######## mux_rr_reg ########
mux_rr_reg/drive_strength.png
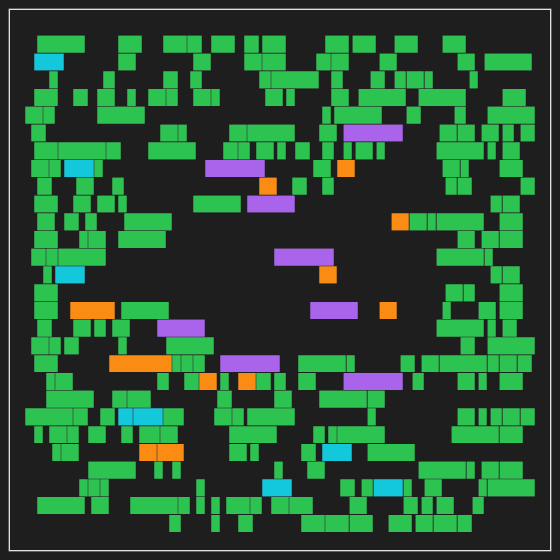

**src/rtl/mux_rr_reg.sv**
```systemverilog
`default_nettype none
// ============================================================================
// Module      : mux_rr_reg
// Description : N-channel registered multiplexer with valid/ready flow control.
//               A channel is chosen either by an explicit select (fixed mode)
//               or by round-robin arbitration. The chosen word goes into a
//               one-entry output register.
// Revision    : 1.0 - initial release
// ============================================================================
module mux_rr_reg #(
    parameter  int WIDTH   = 32,
    parameter  int NCH     = 4,
    parameter  int RR_MODE = 1,
    localparam int SELW    = $clog2(NCH)
) (
    input  logic                 clk,
    input  logic                 rst_n,
    input  logic [NCH*WIDTH-1:0] in_data,
    input  logic [NCH-1:0]       in_valid,
    output logic [NCH-1:0]       in_ready,
    input  logic [SELW-1:0]      sel,
    output logic [WIDTH-1:0]     out_data,
    output logic                 out_valid,
    input  logic                 out_ready,
    output logic [SELW-1:0]      out_ch
);

    localparam logic [SELW-1:0] C_LAST_RST = SELW'(NCH - 1);

    logic [WIDTH-1:0] r_data;
    logic             r_valid;
    logic [SELW-1:0]  r_ch;
    logic [SELW-1:0]  r_last;

    logic             w_load;
    logic             w_xfer;
    logic [SELW-1:0]  w_grant;
    logic             w_grant_vld;
    logic [WIDTH-1:0] w_mux_data;
    logic             w_unused;

    // sel is ignored in round-robin mode and the pointer in fixed mode
    assign w_unused = ^{sel, r_last};

    // The output register can accept a word when empty or draining this cycle
    assign w_load = !r_valid || out_ready;
    assign w_xfer = w_load && w_grant_vld;

    // Grant selection: rotating priority starting after the last grant, or explicit select
    always_comb begin
        w_grant     = '0;
        w_grant_vld = 1'b0;
        if (RR_MODE != 0) begin
            // Walk from the lowest priority to the highest so the nearest valid
            // channel after the last grant is the one that finally sticks.
            for (int i = NCH; i >= 1; i--) begin
                for (int c = 0; c < NCH; c++) begin
                    if (in_valid[c] && (((int'(r_last) + i) % NCH) == c)) begin
                        w_grant = SELW'(c);
                    end
                end
            end
            w_grant_vld = |in_valid;
        end else begin
            w_grant = sel;
            // An out-of-range select matches no channel and so never grants
            for (int c = 0; c < NCH; c++) begin
                if (sel == SELW'(c)) begin
                    w_grant_vld = in_valid[c];
                end
            end
        end
    end

    // Data path multiplexer for the granted channel
    always_comb begin
        w_mux_data = '0;
        for (int c = 0; c < NCH; c++) begin
            if (w_grant == SELW'(c)) begin
                w_mux_data = in_data[c*WIDTH +: WIDTH];
            end
        end
    end

    // Only the granted channel sees ready, and only when a transfer happens
    generate
        for (genvar c = 0; c < NCH; c++) begin : g_ready
            assign in_ready[c] = w_xfer && (w_grant == SELW'(c));
        end
    endgenerate

    // Output register and last-grant pointer; the pointer only moves on a transfer
    always_ff @(posedge clk) begin
        if (!rst_n) begin
            r_valid <= 1'b0;
            r_data  <= '0;
            r_ch    <= '0;
            r_last  <= C_LAST_RST;
        end else if (w_load) begin
            if (w_grant_vld) begin
                r_valid <= 1'b1;
                r_data  <= w_mux_data;
                r_ch    <= w_grant;
                r_last  <= w_grant;
            end else begin
                r_valid <= 1'b0;
            end
        end
    end

    assign out_data  = r_data;
    assign out_valid = r_valid;
    assign out_ch    = r_ch;

endmodule
`default_nettype wire

```
**config.mk**
```make
export PLATFORM = sky130hd
export DESIGN_NAME = mux_rr_reg
export DESIGN_NICKNAME = d
export VERILOG_FILES = /design/src/rtl/mux_rr_reg.sv
export SDC_FILE = /design/constraint.sdc
export NUM_CORES = 1
export LEC_CHECK = 0
export CORE_MARGIN = 2
export CORE_UTILIZATION = 40
export CTS_BUF_LIST = sky130_fd_sc_hd__clkbuf_16
export DETAILED_ROUTE_END_ITERATION = 16
export DONT_BUFFER_PORTS = 1
export PLACE_DENSITY = 0.51
export SYNTH_ARGS = -nofsm -noshare
export SYNTH_HDL_FRONTEND = slang
export SYNTH_SLANG_ARGS = --single-unit
```
**constraint.sdc**
```tcl
create_clock -name clk -period 2.5 [get_ports clk]
set_clock_uncertainty 0.2 [all_clocks]
set_input_delay 0.5 -clock clk [delete_from_list [all_inputs] [get_ports clk]]
set_output_delay 0.5 -clock clk [all_outputs]
set_load 0.005 [all_outputs]
```
######## seg7_digit_capture_flat ########
File: src/rtl/seg7_digit_capture_if.sv
// seg7_digit_capture_if: segment bus in, decoded digit/error/interval status out.
interface seg7_digit_capture_if #(parameter int CNT_W = 24);
    logic [6:0]       seg_in;
    logic             err_clr;
    logic [3:0]       digit;
    logic             digit_valid;
    logic             pattern_err;
    logic             seq_err;
    logic [CNT_W-1:0] interval;
    logic             interval_valid;
    modport master (output seg_in, err_clr,
                    input  digit, digit_valid, pattern_err, seq_err, interval, interval_valid);
    modport slave  (input  seg_in, err_clr,
                    output digit, digit_valid, pattern_err, seq_err, interval, interval_valid);
endinterface

File: src/rtl/seg7_digit_capture.sv
// seg7_digit_capture: filters/decodes a 7-seg bus and checks countdown order.
// Define SEG7_CAPTURE_INTERVAL_EN to measure cycles between legal digits.
module seg7_digit_capture #(
    parameter int STABLE_CYCLES = 4,
    parameter int CNT_W         = 24
) (
    input logic                 clk,
    input logic                 rst_n,
    seg7_digit_capture_if.slave bus
);
    typedef enum logic {IDLE, TRACK} state_t;

    state_t     state_q, state_d;
    logic [6:0] s1_q, s2_q, cand_q, cand_d, com_q, com_d;
    logic [3:0] cnt_q, cnt_d, digit_q, digit_d, dec;
    logic       dv_q, dv_d, perr_q, perr_d, serr_q, serr_d;
    logic       commit, legal, set_perr, set_serr;

    function automatic logic [4:0] decode(input logic [6:0] p);
        case (p)
            7'h3F:   decode = {1'b1, 4'd0};
            7'h06:   decode = {1'b1, 4'd1};
            7'h5B:   decode = {1'b1, 4'd2};
            7'h4F:   decode = {1'b1, 4'd3};
            7'h66:   decode = {1'b1, 4'd4};
            7'h6D:   decode = {1'b1, 4'd5};
            7'h7D:   decode = {1'b1, 4'd6};
            7'h07:   decode = {1'b1, 4'd7};
            7'h7F:   decode = {1'b1, 4'd8};
            7'h6F:   decode = {1'b1, 4'd9};
            default: decode = {1'b0, 4'd0};
        endcase
    endfunction

    assign {legal, dec} = decode(cand_q);

    always_comb begin
        cand_d   = cand_q;
        cnt_d    = cnt_q;
        com_d    = com_q;
        state_d  = state_q;
        digit_d  = digit_q;
        dv_d     = 1'b0;
        commit   = 1'b0;
        set_perr = 1'b0;
        set_serr = 1'b0;
        if (s2_q != cand_q) begin
            cand_d = s2_q;
            cnt_d  = '0;
        end else begin
            cnt_d  = (cnt_q == 4'hF) ? cnt_q : cnt_q + 4'd1;
            // this edge is the STABLE_CYCLES-th agreeing sample
            commit = (cnt_q == 4'(STABLE_CYCLES - 1)) && (cand_q != com_q);
        end
        if (commit) begin
            com_d = cand_q;
            if (legal) begin
                digit_d  = dec;
                dv_d     = 1'b1;
                state_d  = TRACK;
                set_serr = (state_q == TRACK) && (dec != ((digit_q == 4'd0) ? 4'd9 : digit_q - 4'd1));
            end else begin
                state_d  = IDLE;
                set_perr = (cand_q != 7'h00);
            end
        end
        perr_d = set_perr | (perr_q & ~bus.err_clr);
        serr_d = set_serr | (serr_q & ~bus.err_clr);
    end

    always_ff @(posedge clk or negedge rst_n) begin
        if (!rst_n) begin
            s1_q    <= '0;
            s2_q    <= '0;
            cand_q  <= '0;
            cnt_q   <= '0;
            com_q   <= '0;
            state_q <= IDLE;
            digit_q <= '0;
            dv_q    <= 1'b0;
            perr_q  <= 1'b0;
            serr_q  <= 1'b0;
        end else begin
            s1_q    <= bus.seg_in;
            s2_q    <= s1_q;
            cand_q  <= cand_d;
            cnt_q   <= cnt_d;
            com_q   <= com_d;
            state_q <= state_d;
            digit_q <= digit_d;
            dv_q    <= dv_d;
            perr_q  <= perr_d;
            serr_q  <= serr_d;
        end
    end

    assign bus.digit       = digit_q;
    assign bus.digit_valid = dv_q;
    assign bus.pattern_err = perr_q;
    assign bus.seq_err     = serr_q;

`ifdef SEG7_CAPTURE_INTERVAL_EN
    logic [CNT_W-1:0] icnt_q, icnt_d, ival_q, ival_d, inc;
    logic             iv_q, iv_d, track_commit;

    assign inc          = (&icnt_q) ? icnt_q : icnt_q + CNT_W'(1);
    assign track_commit = commit && legal && (state_q == TRACK);

    always_comb begin
        icnt_d = (commit && legal) ? '0 : inc;
        ival_d = track_commit ? inc : ival_q;
        iv_d   = track_commit;
    end

    always_ff @(posedge clk or negedge rst_n) begin
        if (!rst_n) begin
            icnt_q <= '0;
            ival_q <= '0;
            iv_q   <= 1'b0;
        end else begin
            icnt_q <= icnt_d;
            ival_q <= ival_d;
            iv_q   <= iv_d;
        end
    end

    assign bus.interval       = ival_q;
    assign bus.interval_valid = iv_q;
`else
    assign bus.interval       = '0;
    assign bus.interval_valid = 1'b0;
`endif
endmodule

File: src/flat_wrapper.sv
// flat-port wrapper written by rule: the top's interface ports become plain ports
module seg7_digit_capture_flat 
#(
    parameter int STABLE_CYCLES = 4,
    parameter int CNT_W         = 24
)
  (clk, rst_n, bus_seg_in, bus_err_clr, bus_digit, bus_digit_valid, bus_pattern_err, bus_seq_err, bus_interval, bus_interval_valid);
  seg7_digit_capture_if #(.CNT_W(CNT_W)) bus_i ();
  input logic clk;
  input logic rst_n;
  input wire logic [$bits(bus_i.seg_in)-1:0] bus_seg_in;
  input wire logic [$bits(bus_i.err_clr)-1:0] bus_err_clr;
  output wire logic [$bits(bus_i.digit)-1:0] bus_digit;
  output wire logic [$bits(bus_i.digit_valid)-1:0] bus_digit_valid;
  output wire logic [$bits(bus_i.pattern_err)-1:0] bus_pattern_err;
  output wire logic [$bits(bus_i.seq_err)-1:0] bus_seq_err;
  output wire logic [$bits(bus_i.interval)-1:0] bus_interval;
  output wire logic [$bits(bus_i.interval_valid)-1:0] bus_interval_valid;
  assign bus_i.seg_in = bus_seg_in;
  assign bus_i.err_clr = bus_err_clr;
  assign bus_digit = bus_i.digit;
  assign bus_digit_valid = bus_i.digit_valid;
  assign bus_pattern_err = bus_i.pattern_err;
  assign bus_seq_err = bus_i.seq_err;
  assign bus_interval = bus_i.interval;
  assign bus_interval_valid = bus_i.interval_valid;
  seg7_digit_capture #(.STABLE_CYCLES(STABLE_CYCLES), .CNT_W(CNT_W)) u_core (.clk(clk), .rst_n(rst_n), .bus(bus_i));
endmodule
File: config.mk
export PLATFORM = sky130hd
export DESIGN_NAME = seg7_digit_capture_flat
export DESIGN_NICKNAME = d
export VERILOG_FILES = /design/src/rtl/seg7_digit_capture_if.sv /design/src/rtl/seg7_digit_capture.sv /design/src/flat_wrapper.sv
export SDC_FILE = /design/constraint.sdc
export NUM_CORES = 1
export LEC_CHECK = 0
export CAP_MARGIN = 10
export CORE_ASPECT_RATIO = 1.4
export CORE_UTILIZATION = 34
export DETAILED_ROUTE_END_ITERATION = 8
export PLACE_DENSITY_LB_ADDON = 0.3
export SKIP_LAST_GASP = 1
export SYNTH_ARGS = -nofsm -noshare
export SYNTH_HDL_FRONTEND = slang
export SYNTH_SLANG_ARGS = --single-unit
File: constraint.sdc
create_clock -name clk -period 2.6 [get_ports clk]
set_input_delay 0.78 -clock clk [delete_from_list [all_inputs] [get_ports clk]]
set_output_delay 0.78 -clock clk [all_outputs]
set_load 0.03 [all_outputs]
######## fifo_sort_engine ########
### src/rtl/sort_pkg.sv
// Shared definitions for the FIFO sort engine.
//   sort_state_e : FSM state encoding (IDLE, FILL, EMIT, DONE)
//   SORT_DATA_W  : default key width, matches the upstream FIFO data width
//   SORT_DEPTH   : default sort buffer capacity
//   SORT_CNT_W   : default width of the element count output
package sort_pkg;

    typedef enum logic [1:0] {
        IDLE = 2'd0,
        FILL = 2'd1,
        EMIT = 2'd2,
        DONE = 2'd3
    } sort_state_e;

    localparam int SORT_DATA_W = 8;
    localparam int SORT_DEPTH  = 16;
    localparam int SORT_CNT_W  = 8;

endpackage

### src/rtl/sort_slot.sv
// One entry of the ascending sort buffer.
// Ports:
//   clk, rst          : clock, asynchronous active-low reset
//   clr               : empty the slot (start of a run)
//   load_new          : capture new_val (this slot is the insert position)
//   take_low          : capture the lower neighbour's value/occupancy (shift up)
//   new_val           : word being inserted this cycle
//   low_val, low_occ  : lower neighbour's contents
//   val, occ          : stored key and occupied flag
//   gt                : stored key is strictly greater than new_val
module sort_slot
    import sort_pkg::*;
#(
    parameter int DATA_W = SORT_DATA_W
) (
    input  logic              clk,
    input  logic              rst,
    input  logic              clr,
    input  logic              load_new,
    input  logic              take_low,
    input  logic [DATA_W-1:0] new_val,
    input  logic [DATA_W-1:0] low_val,
    input  logic              low_occ,
    output logic [DATA_W-1:0] val,
    output logic              occ,
    output logic              gt
);

    always_ff @(posedge clk or negedge rst) begin
        if (!rst) begin
            val <= '0;
            occ <= 1'b0;
        end else if (clr) begin
            val <= '0;
            occ <= 1'b0;
        end else if (take_low) begin
            val <= low_val;
            occ <= low_occ;
        end else if (load_new) begin
            val <= new_val;
            occ <= 1'b1;
        end
    end

    // Strict compare: an equal key lands after existing ones, keeping arrival order.
    assign gt = (val > new_val);

endmodule

### src/rtl/fifo_sort_engine.sv
// Drains up to DEPTH words from a FIFO into an ascending insertion-sorted
// register buffer, then streams the sorted words out with valid/ready.
// Ports:
//   clk, rst       : clock, asynchronous active-low reset
//   start          : one-cycle run request, honoured only in IDLE
//   fifo_empty     : upstream FIFO empty flag
//   fifo_rd_en     : FIFO pop request (combinational)
//   fifo_rdata     : FIFO data, valid the cycle after fifo_rd_en
//   out_valid/out_ready/out_data/out_last : sorted output stream
//   busy           : high whenever the FSM is not IDLE
//   done           : one-cycle pulse at the end of a run
//   count          : elements captured in the current or last run
//   fsm_state      : current FSM state (debug visibility)
//
// Output handshake: a beat transfers on a rising edge where out_valid and
// out_ready are both high; while out_valid is high and out_ready is low,
// out_data and out_last hold their values.
module fifo_sort_engine
    import sort_pkg::*;
#(
    parameter int DATA_W = SORT_DATA_W,
    parameter int DEPTH  = SORT_DEPTH,
    parameter int CNT_W  = SORT_CNT_W
) (
    input  logic              clk,
    input  logic              rst,
    input  logic              start,
    input  logic              fifo_empty,
    output logic              fifo_rd_en,
    input  logic [DATA_W-1:0] fifo_rdata,
    output logic              out_valid,
    input  logic              out_ready,
    output logic [DATA_W-1:0] out_data,
    output logic              out_last,
    output logic              busy,
    output logic              done,
    output logic [CNT_W-1:0]  count,
    output logic [1:0]        fsm_state
);

    localparam int IDX_W = $clog2(DEPTH);

    sort_state_e state_q, state_d;
    logic              pend;
    logic [IDX_W-1:0]  idx;
    logic [IDX_W-1:0]  idx_nxt;

    logic [DATA_W-1:0] slot_val [DEPTH];
    logic [DEPTH-1:0]  slot_occ;
    logic [DEPTH-1:0]  slot_gt;
    logic [DEPTH-1:0]  after_pos;
    logic [DEPTH-1:0]  slot_load;
    logic [DEPTH-1:0]  slot_take;

    logic              clr;
    logic              do_insert;
    logic              fill_exit;
    logic              beat;
    logic [CNT_W:0]    used;

    assign clr       = (state_q == IDLE) && start;
    assign do_insert = (state_q == FILL) && pend;
    assign beat      = out_valid && out_ready;
    assign idx_nxt   = idx + IDX_W'(1);

    // Room check counts the word already in flight so the buffer never overflows.
    assign used       = {1'b0, count} + (CNT_W+1)'(pend);
    assign fifo_rd_en = (state_q == FILL) && !fifo_empty && (used < (CNT_W+1)'(DEPTH));
    assign fill_exit  = !fifo_rd_en && !pend;
    assign fsm_state  = state_q;

    // Occupied entries are contiguous and ascending, so after_pos is a
    // thermometer code; its lowest set bit is the insert position and every
    // set bit above it shifts up by one.
    for (genvar i = 0; i < DEPTH; i++) begin : g_slot
        assign after_pos[i] = !slot_occ[i] || slot_gt[i];

        if (i == 0) begin : g_first
            assign slot_load[i] = do_insert && after_pos[i];
            assign slot_take[i] = 1'b0;

            sort_slot #(.DATA_W(DATA_W)) u_slot (
                .clk      (clk),
                .rst      (rst),
                .clr      (clr),
                .load_new (slot_load[i]),
                .take_low (slot_take[i]),
                .new_val  (fifo_rdata),
                .low_val  ('0),
                .low_occ  (1'b0),
                .val      (slot_val[i]),
                .occ      (slot_occ[i]),
                .gt       (slot_gt[i])
            );
        end else begin : g_rest
            assign slot_load[i] = do_insert && after_pos[i] && !after_pos[i-1];
            assign slot_take[i] = do_insert && after_pos[i-1];

            sort_slot #(.DATA_W(DATA_W)) u_slot (
                .clk      (clk),
                .rst      (rst),
                .clr      (clr),
                .load_new (slot_load[i]),
                .take_low (slot_take[i]),
                .new_val  (fifo_rdata),
                .low_val  (slot_val[i-1]),
                .low_occ  (slot_occ[i-1]),
                .val      (slot_val[i]),
                .occ      (slot_occ[i]),
                .gt       (slot_gt[i])
            );
        end
    end

    always_ff @(posedge clk or negedge rst) begin
        if (!rst) begin
            state_q <= IDLE;
        end else begin
            state_q <= state_d;
        end
    end

    always_comb begin
        state_d = state_q;
        case (state_q)
            IDLE: if (start) state_d = FILL;
            FILL: if (fill_exit) state_d = (count != '0) ? EMIT : DONE;
            EMIT: if (beat && out_last) state_d = DONE;
            DONE: state_d = IDLE;
            default: state_d = IDLE;
        endcase
    end

    always_ff @(posedge clk or negedge rst) begin
        if (!rst) begin
            pend      <= 1'b0;
            count     <= '0;
            idx       <= '0;
            busy      <= 1'b0;
            done      <= 1'b0;
            out_valid <= 1'b0;
            out_last  <= 1'b0;
            out_data  <= '0;
        end else begin
            pend <= fifo_rd_en;
            busy <= (state_d != IDLE);
            // Pulse lands one cycle after the DONE state.
            done <= (state_q == DONE);

            if (clr) begin
                count <= '0;
            end else if (do_insert) begin
                count <= count + CNT_W'(1);
            end

            if (state_q == FILL && state_d == EMIT) begin
                idx       <= '0;
                out_valid <= 1'b1;
                out_data  <= slot_val[0];
                out_last  <= (count == CNT_W'(1));
            end else if (state_q == EMIT && beat) begin
                if (out_last) begin
                    out_valid <= 1'b0;
                    out_last  <= 1'b0;
                end else begin
                    idx      <= idx_nxt;
                    out_data <= slot_val[idx_nxt];
                    // idx_nxt == count-1, rearranged to avoid unsigned underflow.
                    out_last <= ((CNT_W'(idx) + CNT_W'(2)) == count);
                end
            end
        end
    end

endmodule

### config.mk
export PLATFORM = sky130hd
export DESIGN_NAME = fifo_sort_engine
export DESIGN_NICKNAME = d
export VERILOG_FILES = /design/src/rtl/sort_pkg.sv /design/src/rtl/sort_slot.sv /design/src/rtl/fifo_sort_engine.sv
export SDC_FILE = /design/constraint.sdc
export NUM_CORES = 1
export LEC_CHECK = 0
export ABC_CLOCK_PERIOD_IN_PS = 2050
export CAP_MARGIN = 20
export CORE_AREA = 2 2 169 171
export CTS_CLUSTER_DIAMETER = 150
export DETAILED_ROUTE_END_ITERATION = 6
export DIE_AREA = 0 0 171 173
export SKIP_LAST_GASP = 1
export SLEW_MARGIN = 20
export SYNTH_ARGS = -nofsm -noshare
export SYNTH_HDL_FRONTEND = slang
export SYNTH_SLANG_ARGS = --single-unit
### constraint.sdc
create_clock -name clk -period 2.05 [get_ports clk]
set_input_delay 0.615 -clock clk [delete_from_list [all_inputs] [get_ports clk]]
set_output_delay 0.615 -clock clk [all_outputs]
set_load 0.005 [all_outputs]

==> gallery <==
Local utilization.
panel A
The bar under the picture is 50 µm long. The die is cut into 17 by 17 equal tiles; dark blue is low, red is high, 0 to 100% covered.
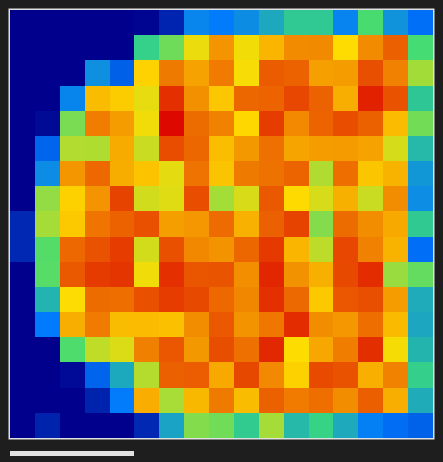
panel B
The bar under the picture is 20 µm long. The die is cut into 8 by 8 equal tiles; dark blue is low, red is high, 0 to 100% covered.
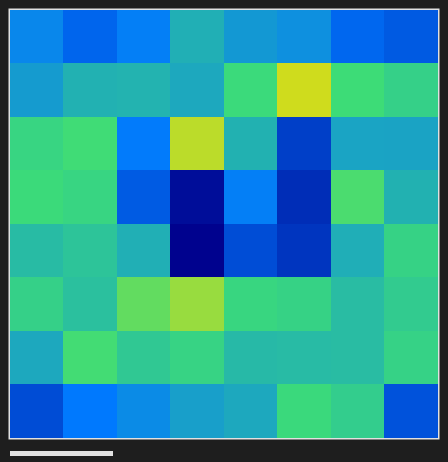
panel C
The bar under the picture is 20 µm long. The die is cut into 7 by 9 equal tiles; dark blue is low, red is high, 0 to 100% covered.
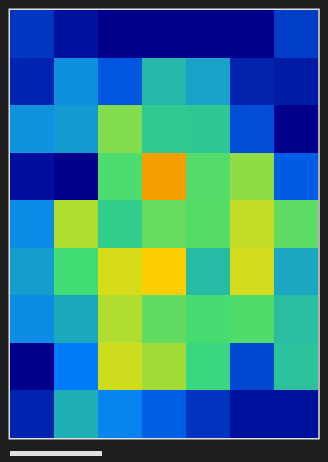
The one with the highest utilization is panel A.
The one with the largest die is panel A.
- panel B = mux_rr_reg
- panel A = fifo_sort_engine
- panel C = seg7_digit_capture_flat

Key to panel A:
fullest tile: 99%
emptiest ninth of the die: north-west
tiles over 75% full: 56%
mean over tiles: 63%
nearly empty tiles: 12%

seg7_digit_capture_flat/cell_classes.png
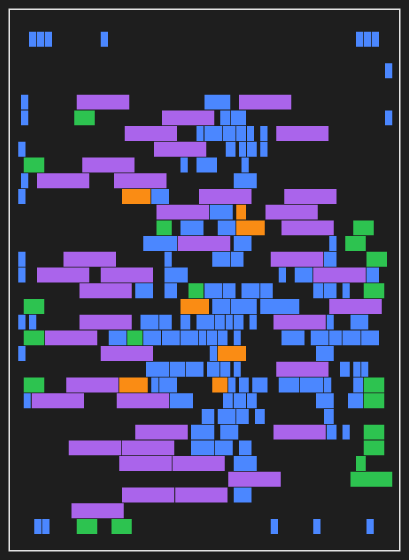
legend:
  other buffers and delay cells:
    colour: green
    cells: 20
    share_of_their_area: 9.3%
  all other logic:
    colour: blue
    cells: 132
    share_of_their_area: 40%
  flip-flops:
    colour: purple
    cells: 40
    share_of_their_area: 47%
  clock drivers and dummy loads:
    colour: orange
    cells: 7
    share_of_their_area: 3.8%
row cnt: 32
total core area: 0.00565 mm²
Design Area, Final: 0.00222 mm²
end-of-flow core utilization: 39.3%
register share of the cell area: 45.1%

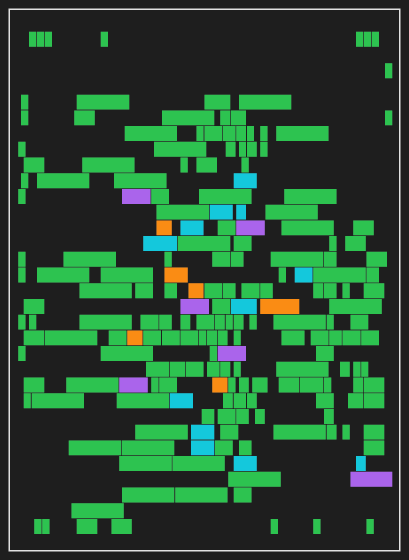
seg7_digit_capture_flat/drive_strength.png
legend:
  drive 6 and up:
    colour: purple
    cells: 6
    share: 3.0%
  drive 2:
    colour: cyan
    cells: 12
    share: 6.0%
  drive 1 or less:
    colour: green
    cells: 175
    share: 88%
  drive 3 to 4:
    colour: orange
    cells: 6
    share: 3.0%

==> impl_metrics.toml, seg7_digit_capture_flat <==
# generated from flow reports
[power]
power.switching_fraction_pct = 26.1
power_mw = 1.16
intPower_uw = 858
power_frac_comb_pct = 10.5
power_frac_clock_pct = 33.0
p_seq_share_pct = 56.5

[sta]
final_max_slew_viol_count = 0
setup_tns_ns = 0

[global_route]
global_route.usage.total_pct = 11.9
grt_start_max_net_pins = 41
global_route_track_usage_on_met2_pct = 18.3

[clocking]
cts.sinks = 40
cts-root-to-sink-buffers = 2
ctsHtreeMaxLevel = 2

[hold_path]
min-delay-path-class = "reg -> reg"
number_of_stages_on_the_worst_hold_path = 0

[yosys]
synth-warning-count = 0
post_synth_most_frequent_cells = "sky130_fd_sc_hd__dfrtp_1 (40), sky130_fd_sc_hd__buf_4 (25), sky130_fd_sc_hd__xnor2_1 (15)"
synth.yosys.seq_area_share_pct = 49.3
yosysUniqueCellTypes = 40
synthCells = 188
netlist.area_leader.share_pct = 49.3
synth-edff-count = 0
ys_chip_area_mm2 = 0.00203

[worst_setup_path]
ff2ff_setup_slack_ns = 0.33
worst_setup_path_start_kind = "flop"
cpPeakStageDelay_ns = 0.62
cp.buffers_inverters = 0

[run]
drv.max_cap_violation_count = 0
log.warning_count = 26

[routing]
drc_errors = 0
wire_per_inst_um = 11.7
dr.first_iter.drc_count = 17
route.detailed.vias_per_inst = 4.68
number_of_iterations_in_the_first_detailed_routing_pass = 4

[placed_design]
buffer_ports.inserted = 16
place.detailed.hpwl_um = 2210
dpl_cell_area_mm2 = 0.00214
dpl.cell_count = 260

[outcome]
run_status = "finished clean"
## seg7_digit_capture_flat: flip-flops by register name (all words and copies together), names as in the netlist
name	cells
u_core.bus.digit	4
u_core.bus.digit_valid	1
u_core.bus.pattern_err	1
u_core.bus.seq_err	1
u_core.cand_q	7
u_core.cnt_q	4
u_core.com_q	7
u_core.s1_q	7
u_core.s2_q	7
u_core.state_q	1
## seg7_digit_capture_flat: layout make-up
| type | count | area share, % |
|---|---|---|
| Clock buffer | 5 | 3.10 |
| Clock inverter | 2 | 0.564 |
| Sequential cell | 40 | 45.1 |
| Multi-Input combinational cell | 128 | 37.8 |
| Timing Repair Buffer | 20 | 8.92 |
| Tap cell | 68 | 3.84 |
| Inverter | 4 | 0.677 |
## seg7_digit_capture_flat: cell families (layout without fill, tap and decap cells)
group	count (synthesis)	count (layout)	share of synthesized area, %
AOI/OAI and AO/OA	17	17	5.48
xor gates and xnor gates	22	22	9.85
adders and majority gates	1	1	0.616
buffers and inverters	44	31	14.0
DFF	40	40	49.3
muxes	11	11	5.97
other	1	25	0.185
and+or+nand+nor	52	52	14.7
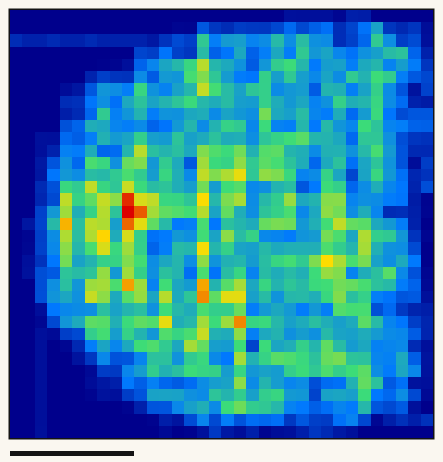
fifo_sort_engine/wire_density.png
The bar under the picture is 50 µm long. The die is cut into 34 by 35 equal tiles; dark blue is low, red is high, scaled to the fullest tile. Values are wire area over tile area, all layers added.
mean over tiles: 0.26
densest ninth of the die: centre
nearly empty tiles: 16%
tiles over half the peak: 14%
fullest tile: 0.88
emptiest ninth of the die: north-west

==> impl_metrics.toml, fifo_sort_engine <==
# generated from flow reports
[outcome]
run_status = "finished, violations left"
failing_checks = "setup timing"

[worst_setup_path]
rr_startpoint = "g_slot[8].g_rest.u_slot.val[1]"
dominant_delay_contributor_by_cell_family_on_the_critical_path = "simple AND/OR/NAND/NOR gates"
path_depth = 4
cp.buffers_inverters = 1
crit_type = "reg -> out"

[yosys]
yosysUniqueCellTypes = 65
top_area_cell = "sky130_fd_sc_hd__dfrtp_1"
postSynth.topFlopCell = "sky130_fd_sc_hd__dfrtp_1"
post_synth_most_frequent_cells = "sky130_fd_sc_hd__dfrtp_1 (171), sky130_fd_sc_hd__a21oi_1 (153), sky130_fd_sc_hd__nand2_1 (153)"
synth.cellmix.compoundShare_pct = 17.0
netlist_area_mm2 = 0.0123

[finish]
layout-drive-gt1-share_pct = 46.6
area_delta_synth_final_pct = 55.7
sh_seq_area_pct = 22.3
flop_area_mm2 = 0.00428
num-nonclk-buffers = 408
ff_count = 171
post_layout_instance_count_excluding_filler_cells = 1997
final_common_cell = "sky130_fd_sc_hd__buf_4"
inverters = 35
diodes = 0

[clocking]
cts.sinks = 171
numCtsBuffers = 17
clk_root_buffer_cell = "sky130_fd_sc_hd__clkbuf_16"
ctsHtreeMaxLevel = 4

[power]
reported_leakage_power_nw = 8.73

[routing]
num_vias = 11945
wire_per_inst_um = 22.9

[sta]
skew_ns = 0.0166
timing.final.setup_violations = 133
timing_worst_slew_pin_value_ns = 0.595
timing.final.ws_setup_ns = -0.367
period_used_pct = 118

[global_route]
antenna_violations_before_repair = 0
grt_first_pass_wirelength_um = 69100

[placed_design]
place.detailed.hpwl_um = 28600

[floorplanning]
die_area_mm2 = 0.0296
core-area_mm2 = 0.0276
## fifo_sort_engine: stage by stage
step	util (%)	hold WS, ns	setup slack [ns]	area (µm²)	TNS (ns)
after floorplan	-	0.319	-0.790	12600	-83.56
after global placement	55.4	0.443	-1.20	15300	-150.69
after detailed placement	55.4	0.442	-1.31	15300	-156.12
after CTS	66.3	0.525	-0.325	18300	-21.00
after global routing	69.5	0.538	-0.403	19200	-32.22
final	69.5	0.533	-0.367	19200	-24.14
## fifo_sort_engine: power by group
part           total, mW  switching, mW  internal [mW]
Combinational       16.0           7.73           8.26
Sequential          5.64           1.10           4.54
Clock               3.29           1.67           1.62
Total               24.9           10.5           14.4
## fifo_sort_engine: layer usage
metal	GRT usage [%]	up-vias	share of wire (%)
met2	49.4	488	48
met3	5.77	155	6.3
met1	38.2	5952	40
met5	0	-	0
li1	-	5350	-
met4	16.1	0	5.4
## fifo_sort_engine: registers in the layout, indices dropped and copies added, names as in the netlist, 2 cells and up
name	cells
g_slot.g_rest.u_slot.val	120
g_slot.g_rest.u_slot.occ	15
count	8
g_slot.g_first.u_slot.val	8
out_data	8
idx	4
fsm_state	2
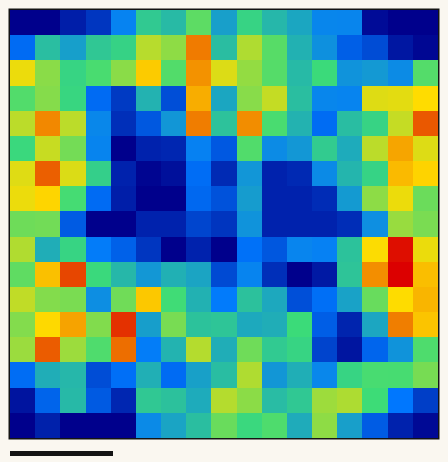
mux_rr_reg/wire_density.png
The bar under the picture is 20 µm long. The die is cut into 17 by 17 equal tiles; dark blue is low, red is high, scaled to the fullest tile. Values are wire area over tile area, all layers added.
fullest tile: 0.40
densest ninth of the die: north
nearly empty tiles: 6.6%
tiles over half the peak: 35%
emptiest ninth of the die: centre
mean over tiles: 0.16
global routing usage summed across all routing layers: 18.2%
Total Routed Length: 6710 µm
via total after detailed routing: 2125
drt wl/cell: 18.7 µm

Notes on mux_rr_reg/drive_strength.png above:
legend:
  drive 3 to 4:
    colour: orange
    cells: 11
    share: 3.9%
  drive 2:
    colour: cyan
    cells: 8
    share: 2.8%
  drive 1 or less:
    colour: green
    cells: 256
    share: 90%
  drive 6 and up:
    colour: purple
    cells: 8
    share: 2.8%
Final Worst Setup Slack: 0.196 ns
number of non-clock buffers: 10
Design Area, Final: 0.00265 mm²
post-synthesis to final-layout area growth: 6.65%

==> impl_metrics.toml, mux_rr_reg <==
# generated from flow reports
[worst_setup_path]
cp.buffers_inverters = 1
rr_startpoint = "r_last[1]"
rr_endpoint = "out_data[11]"
path_depth = 5
worst_setup_startpoint = "r_last[1]"
crit_path_top_delay_cell = "sky130_fd_sc_hd__dfxtp_1"
crit_arrival_ns = 1.60

[power]
p_sw_uw = 522
power.switching_fraction_pct = 29.8
vdd_ir_drop_max_mv = 0.266

[finish]
filler_instances = 624
inverters = 1
flop_area_um2 = 741
diodes = 1
layout.comb_gates.multi_input = 228
largest_class = "combinational gates"

[clocking]
ctsHtreeMaxLevel = 2
cts.sinks = 37
cts_repair_resizes = 0

[sta]
max_freq_ghz = 0.434
fin_worst_hold_slack_ns = 0.0830

[outcome]
run_status = "finished clean"

[placed_design]
dpl.cell_count = 350

[floorplanning]
fp.dieH_um = 82.8
placement_rows = 28

[global_route]
via_count_of_the_first_global_routing_pass = 1893

[yosys]
top_area_cell = "sky130_fd_sc_hd__dfxtp_1"
postSynth.topFlopCell = "sky130_fd_sc_hd__dfxtp_1"
mux_rr_reg: routing by layer:
metal	wire, µm	track usage [%]	vias up	share of wire [%]
met3	653	6.60	7	9.7
met2	3270	33.1	101	49
met1	2730	19.7	963	41
met4	64	4.92	0	0.95
li1	-	-	1054	-
met5	0	0	-	0
mux_rr_reg: logic make-up after synthesis:
logic type,after synthesis,share of synthesized area (%)
AND-OR/OR-AND,109,31.1
multiplexers,33,13.3
flip-flops,37,29.8
buffers and inverters,28,7.51
AND/OR/NAND/NOR,86,18.2
mux_rr_reg: what timing repair did:
item                                    4_1_cts  5_1_grt
endpoints found under the setup margin        0        2
hold buffers                                  0        0
setup buffers                                 0        1
mux_rr_reg: power groups by stage:
stage	Combinational (mW)	Clock (mW)	Sequential, mW
detailed placement	0.440	0	0.756
finish	0.433	0.578	0.742
CTS	0.440	0.603	0.745
global route	0.486	0.616	0.754
global placement	0.434	0	0.756
floorplan	0.378	0	0.736
mux_rr_reg: flip-flops by register name, summed over array words and instances (netlist names):
signal / cells
out_data: 32
out_valid: 1
out_ch: 2
r_last: 2

######## fp_norm_seq_flat ########
fp_norm_seq_flat/final_congestion.png
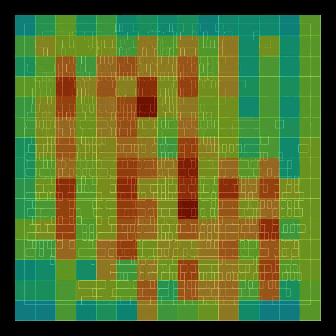
==> src/rtl/fp_norm_seq_if.sv <==
//------------------------------------------------------------------------------
// fp_norm_seq_if : operand/result handshake bundle for the sequential normalizer
// Revision: 1.0
//------------------------------------------------------------------------------
`default_nettype none

interface fp_norm_seq_if #(
  parameter int SIZE_EXP = 8,
  parameter int SIZE_MAN = 23
);
  logic                  i_valid;
  logic                  o_ready;
  logic                  i_sign;
  logic [SIZE_EXP-1:0]   i_exp;
  logic [SIZE_MAN+1:0]   i_mant;
  logic                  o_valid;
  logic                  i_ready;
  logic                  o_sign;
  logic [SIZE_EXP-1:0]   o_exp;
  logic [SIZE_MAN-1:0]   o_mant;
  logic                  o_zero;
  logic                  o_overflow;
  logic                  o_underflow;
  logic                  o_inexact;

  modport slave (
    input  i_valid, i_sign, i_exp, i_mant, i_ready,
    output o_ready, o_valid, o_sign, o_exp, o_mant,
           o_zero, o_overflow, o_underflow, o_inexact
  );

  modport master (
    output i_valid, i_sign, i_exp, i_mant, i_ready,
    input  o_ready, o_valid, o_sign, o_exp, o_mant,
           o_zero, o_overflow, o_underflow, o_inexact
  );
endinterface

`default_nettype wire

==> src/rtl/fp_norm_seq.sv <==
//------------------------------------------------------------------------------
// fp_norm_seq : one-bit-per-cycle normalizer for an unnormalized FP sum
// Revision: 1.0
//------------------------------------------------------------------------------
`default_nettype none

module fp_norm_seq #(
  parameter int SIZE_EXP = 8,
  parameter int SIZE_MAN = 23
) (
  input  logic          i_clk,
  input  logic          i_rst_n,
  fp_norm_seq_if.slave  bus
);

  localparam int MW = SIZE_MAN + 2;
  localparam int CW = $clog2(SIZE_MAN + 1);

  localparam logic [1:0] S_IDLE  = 2'd0;
  localparam logic [1:0] S_SHIFT = 2'd1;
  localparam logic [1:0] S_DONE  = 2'd2;

  localparam logic [SIZE_EXP-1:0] c_one       = SIZE_EXP'(1);
  localparam logic [SIZE_EXP-1:0] c_exp_ones  = {SIZE_EXP{1'b1}};
  localparam logic [CW-1:0]       c_max_shift = CW'(SIZE_MAN);

  logic [1:0]          r_state;
  logic                r_sign;
  logic [SIZE_EXP-1:0] r_exp;
  logic [MW-1:0]       r_mant;
  logic [CW-1:0]       r_cnt;
  logic                r_zero;
  logic                r_ovf;
  logic                r_unf;
  logic                r_inx;

  logic [SIZE_EXP-1:0] w_exp_inc;
  logic [SIZE_EXP-1:0] w_exp_dec;
  logic                w_exp_le1;
  logic [MW-1:0]       w_mant_shr;
  logic [MW-1:0]       w_mant_shl;

  assign w_exp_inc  = r_exp + c_one;
  assign w_exp_dec  = r_exp + ~c_one + c_one;
  assign w_exp_le1  = (r_exp <= c_one);
  assign w_mant_shr = r_mant >> 1;
  assign w_mant_shl = r_mant << 1;

  always_ff @(posedge i_clk or negedge i_rst_n) begin
    if (!i_rst_n) begin
      r_state <= S_IDLE;
      r_sign  <= 1'b0;
      r_exp   <= '0;
      r_mant  <= '0;
      r_cnt   <= '0;
      r_zero  <= 1'b0;
      r_ovf   <= 1'b0;
      r_unf   <= 1'b0;
      r_inx   <= 1'b0;
    end else begin
      case (r_state)
        S_IDLE: begin
          if (bus.i_valid) begin
            r_sign <= bus.i_sign;
            r_exp  <= bus.i_exp;
            r_mant <= bus.i_mant;
            r_cnt  <= '0;
            r_zero <= 1'b0;
            r_ovf  <= 1'b0;
            r_unf  <= 1'b0;
            r_inx  <= 1'b0;
            if (bus.i_mant == '0) begin
              r_exp   <= '0;
              r_zero  <= 1'b1;
              r_state <= S_DONE;
            end else if (bus.i_exp == c_exp_ones) begin
              r_state <= S_DONE;
            end else begin
              r_state <= S_SHIFT;
            end
          end
        end

        S_SHIFT: begin
          if (r_mant[MW-1]) begin
            r_inx   <= r_mant[0];
            r_state <= S_DONE;
            // Carry pushed the exponent into the Inf encoding: saturate.
            if (w_exp_inc == c_exp_ones) begin
              r_exp  <= c_exp_ones;
              r_mant <= '0;
              r_ovf  <= 1'b1;
            end else begin
              r_exp  <= w_exp_inc;
              r_mant <= w_mant_shr;
            end
          end else if (r_mant[MW-2]) begin
            r_state <= S_DONE;
          end else if (w_exp_le1) begin
            r_exp   <= '0;
            r_unf   <= 1'b1;
            r_state <= S_DONE;
          end else if (r_cnt == c_max_shift) begin
            r_state <= S_DONE;
          end else begin
            r_exp  <= w_exp_dec;
            r_mant <= w_mant_shl;
            r_cnt  <= r_cnt + CW'(1);
          end
        end

        S_DONE: begin
          if (bus.i_ready) begin
            r_state <= S_IDLE;
          end
        end

        default: r_state <= S_IDLE;
      endcase
    end
  end

  assign bus.o_ready     = (r_state == S_IDLE);
  assign bus.o_valid     = (r_state == S_DONE);
  assign bus.o_sign      = r_sign;
  assign bus.o_exp       = r_exp;
  assign bus.o_mant      = r_mant[SIZE_MAN-1:0];
  assign bus.o_zero      = r_zero;
  assign bus.o_overflow  = r_ovf;
  assign bus.o_underflow = r_unf;
  assign bus.o_inexact   = r_inx;

endmodule

`default_nettype wire

==> src/flat_wrapper.sv <==
// flat-port wrapper written by rule: the top's interface ports become plain ports
module fp_norm_seq_flat 
#(
  parameter int SIZE_EXP = 8,
  parameter int SIZE_MAN = 23
)
  (i_clk, i_rst_n, bus_i_valid, bus_i_sign, bus_i_exp, bus_i_mant, bus_i_ready, bus_o_ready, bus_o_valid, bus_o_sign, bus_o_exp, bus_o_mant, bus_o_zero, bus_o_overflow, bus_o_underflow, bus_o_inexact);
  fp_norm_seq_if #(.SIZE_EXP(SIZE_EXP), .SIZE_MAN(SIZE_MAN)) bus_i ();
  input  logic i_clk;
  input  logic i_rst_n;
  input wire logic [$bits(bus_i.i_valid)-1:0] bus_i_valid;
  input wire logic [$bits(bus_i.i_sign)-1:0] bus_i_sign;
  input wire logic [$bits(bus_i.i_exp)-1:0] bus_i_exp;
  input wire logic [$bits(bus_i.i_mant)-1:0] bus_i_mant;
  input wire logic [$bits(bus_i.i_ready)-1:0] bus_i_ready;
  output wire logic [$bits(bus_i.o_ready)-1:0] bus_o_ready;
  output wire logic [$bits(bus_i.o_valid)-1:0] bus_o_valid;
  output wire logic [$bits(bus_i.o_sign)-1:0] bus_o_sign;
  output wire logic [$bits(bus_i.o_exp)-1:0] bus_o_exp;
  output wire logic [$bits(bus_i.o_mant)-1:0] bus_o_mant;
  output wire logic [$bits(bus_i.o_zero)-1:0] bus_o_zero;
  output wire logic [$bits(bus_i.o_overflow)-1:0] bus_o_overflow;
  output wire logic [$bits(bus_i.o_underflow)-1:0] bus_o_underflow;
  output wire logic [$bits(bus_i.o_inexact)-1:0] bus_o_inexact;
  assign bus_i.i_valid = bus_i_valid;
  assign bus_i.i_sign = bus_i_sign;
  assign bus_i.i_exp = bus_i_exp;
  assign bus_i.i_mant = bus_i_mant;
  assign bus_i.i_ready = bus_i_ready;
  assign bus_o_ready = bus_i.o_ready;
  assign bus_o_valid = bus_i.o_valid;
  assign bus_o_sign = bus_i.o_sign;
  assign bus_o_exp = bus_i.o_exp;
  assign bus_o_mant = bus_i.o_mant;
  assign bus_o_zero = bus_i.o_zero;
  assign bus_o_overflow = bus_i.o_overflow;
  assign bus_o_underflow = bus_i.o_underflow;
  assign bus_o_inexact = bus_i.o_inexact;
  fp_norm_seq #(.SIZE_EXP(SIZE_EXP), .SIZE_MAN(SIZE_MAN)) u_core (.i_clk(i_clk), .i_rst_n(i_rst_n), .bus(bus_i));
endmodule
==> config.mk <==
export PLATFORM = sky130hd
export DESIGN_NAME = fp_norm_seq_flat
export DESIGN_NICKNAME = d
export VERILOG_FILES = /design/src/rtl/fp_norm_seq_if.sv /design/src/rtl/fp_norm_seq.sv /design/src/flat_wrapper.sv
export SDC_FILE = /design/constraint.sdc
export NUM_CORES = 1
export LEC_CHECK = 0
export ABC_AREA = 1
export ABC_CLOCK_PERIOD_IN_PS = 2200
export CELL_PAD_IN_SITES_DETAIL_PLACEMENT = 1
export CELL_PAD_IN_SITES_GLOBAL_PLACEMENT = 1
export CORE_MARGIN = 3
export CORE_UTILIZATION = 37
export CTS_BUF_LIST = sky130_fd_sc_hd__clkbuf_4
export DETAILED_ROUTE_END_ITERATION = 16
export PLACE_DENSITY = 0.9
export SYNTH_ARGS = -nofsm -noshare
export SYNTH_HDL_FRONTEND = slang
export SYNTH_SLANG_ARGS = --single-unit
==> constraint.sdc <==
create_clock -name i_clk -period 2.2 [get_ports i_clk]
set_clock_uncertainty 0.2 [all_clocks]
set_input_delay 0.44 -clock i_clk [delete_from_list [all_inputs] [get_ports i_clk]]
set_output_delay 0.44 -clock i_clk [all_outputs]
set_load 0.05 [all_outputs]
==> impl_metrics.toml <==
# generated from flow reports
[outcome]
run_status = "finished clean"

[yosys]
netlist.area_leader.share_pct = 31.9
postSynth.topFlopCell = "sky130_fd_sc_hd__dfrtp_1"
syn-mean-instance-area_um2 = 6.36

[finish]
num-nonclk-buffers = 103
flop_area_mm2 = 0.00113

[worst_setup_path]
crit_arrival_ns = 2.18
worst_setup_path_start_kind = "flop"
timing.critical_path.to_type = "flop"
timing.critical_path.to = "u_core.r_mant[2]"

[floorplanning]
taps = 129
fp.dieH_um = 104
core-area_mm2 = 0.00924

[placed_design]
place.gp.congestion = 0.795

[global_route]
via_count_of_the_first_global_routing_pass = 3931
grt_first_pass_wirelength_um = 19000

[clocking]
ctsHtreeMaxLevel = 2

[routing]
drt-total-wl_um = 11500

[sta]
final_period_minus_worst_setup_slack_ns = 2.06
slew_headroom_pct = 66.4
Notes on fp_norm_seq_flat/final_congestion.png above:
global routing usage summed across all routing layers: 21.2%
busiest layer in global routing: met2

==> per-stage QoR <==
stage                     util [%]  std cells  worst slack [ns]
final                         47.8        748             0.142
after detailed placement      46.5        736           -0.0256
after global routing          47.8        748          -0.00869
after global placement        46.5        736           0.00290
after CTS                     47.1        745          0.000722
after floorplan                  -        555             0.114
==> sequential cells by signal, summed over array words and instances, names as in the netlist <==
name	cells
u_core.bus.o_sign	1
u_core.bus.o_overflow	1
u_core.bus.o_exp	8
u_core.r_state	2
u_core.bus.o_underflow	1
u_core.bus.o_inexact	1
u_core.bus.o_zero	1
u_core.r_cnt	5
u_core.r_mant	25
==> metal layers <==
layer	track usage, %	vias to the layer above	share of wire, %
li1	-	1840	-
met1	25.9	1851	42
met2	39.8	74	54
met3	2.68	16	3.5
met4	4.65	0	1.4
met5	0	-	0
==> power breakdown <==
group	total, mW	switching [mW]	internal (mW)
logic	5.04	3.35	1.69
clock network	0.427	0.292	0.135
registers	1.67	0.478	1.20
==> worst register-to-register path: cells and delay by family (launching register included) <==
family                   cells  cell delay [ns]
AND/OR/NAND/NOR              8             0.68
adder cells (fa/ha/maj)      1             0.19
AND-OR/OR-AND                1             0.14
buffers and inverters        2             0.34
flip-flops                   1             0.46


==> layout pictures side by side <==
Placement by cell class.
Plate I
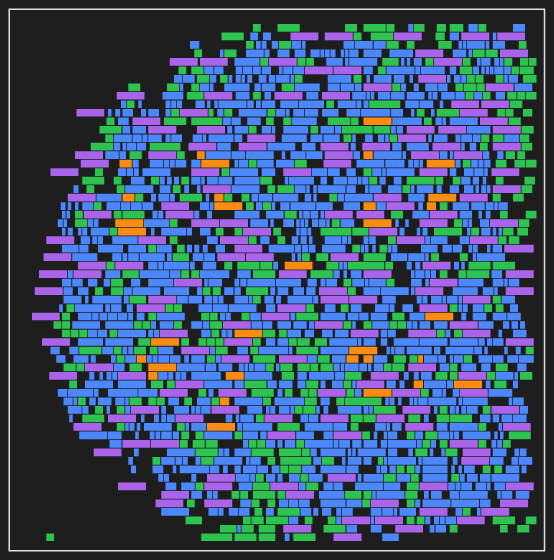
Plate II
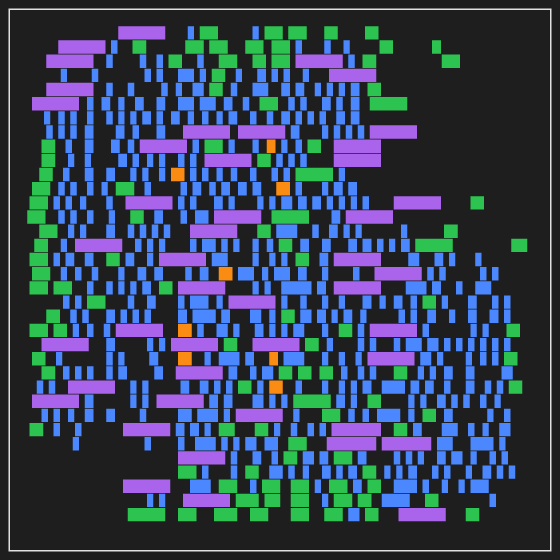
Plate III
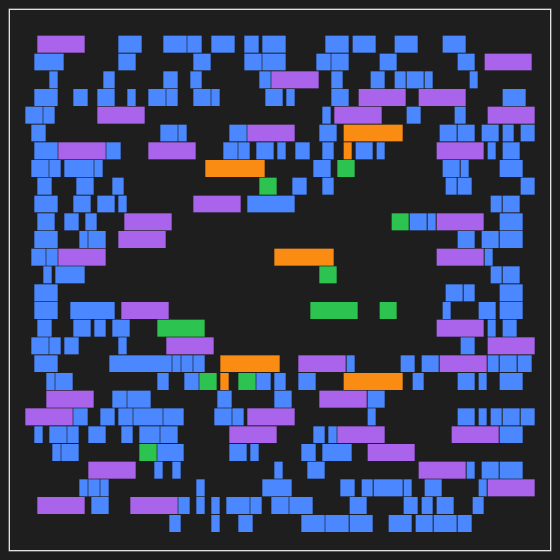
- fifo_sort_engine = Plate I
- mux_rr_reg = Plate III
- fp_norm_seq_flat = Plate II
- most sequential cells: Plate I


## Gallery

Routing congestion.
picture 1
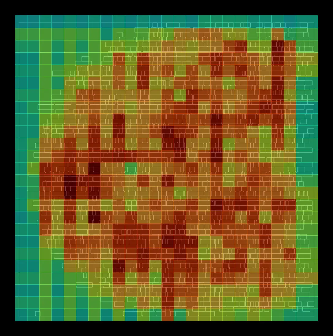
picture 2
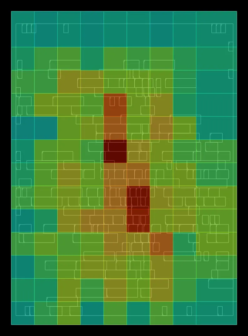
picture 3
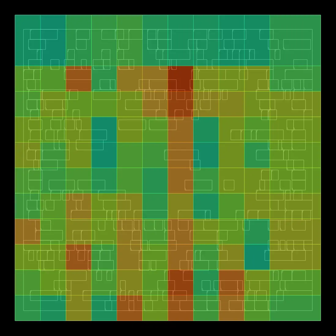
- fifo_sort_engine = picture 1
- mux_rr_reg = picture 3
- seg7_digit_capture_flat = picture 2

Power figures rest on the tool's default switching activity, not on a simulated workload.
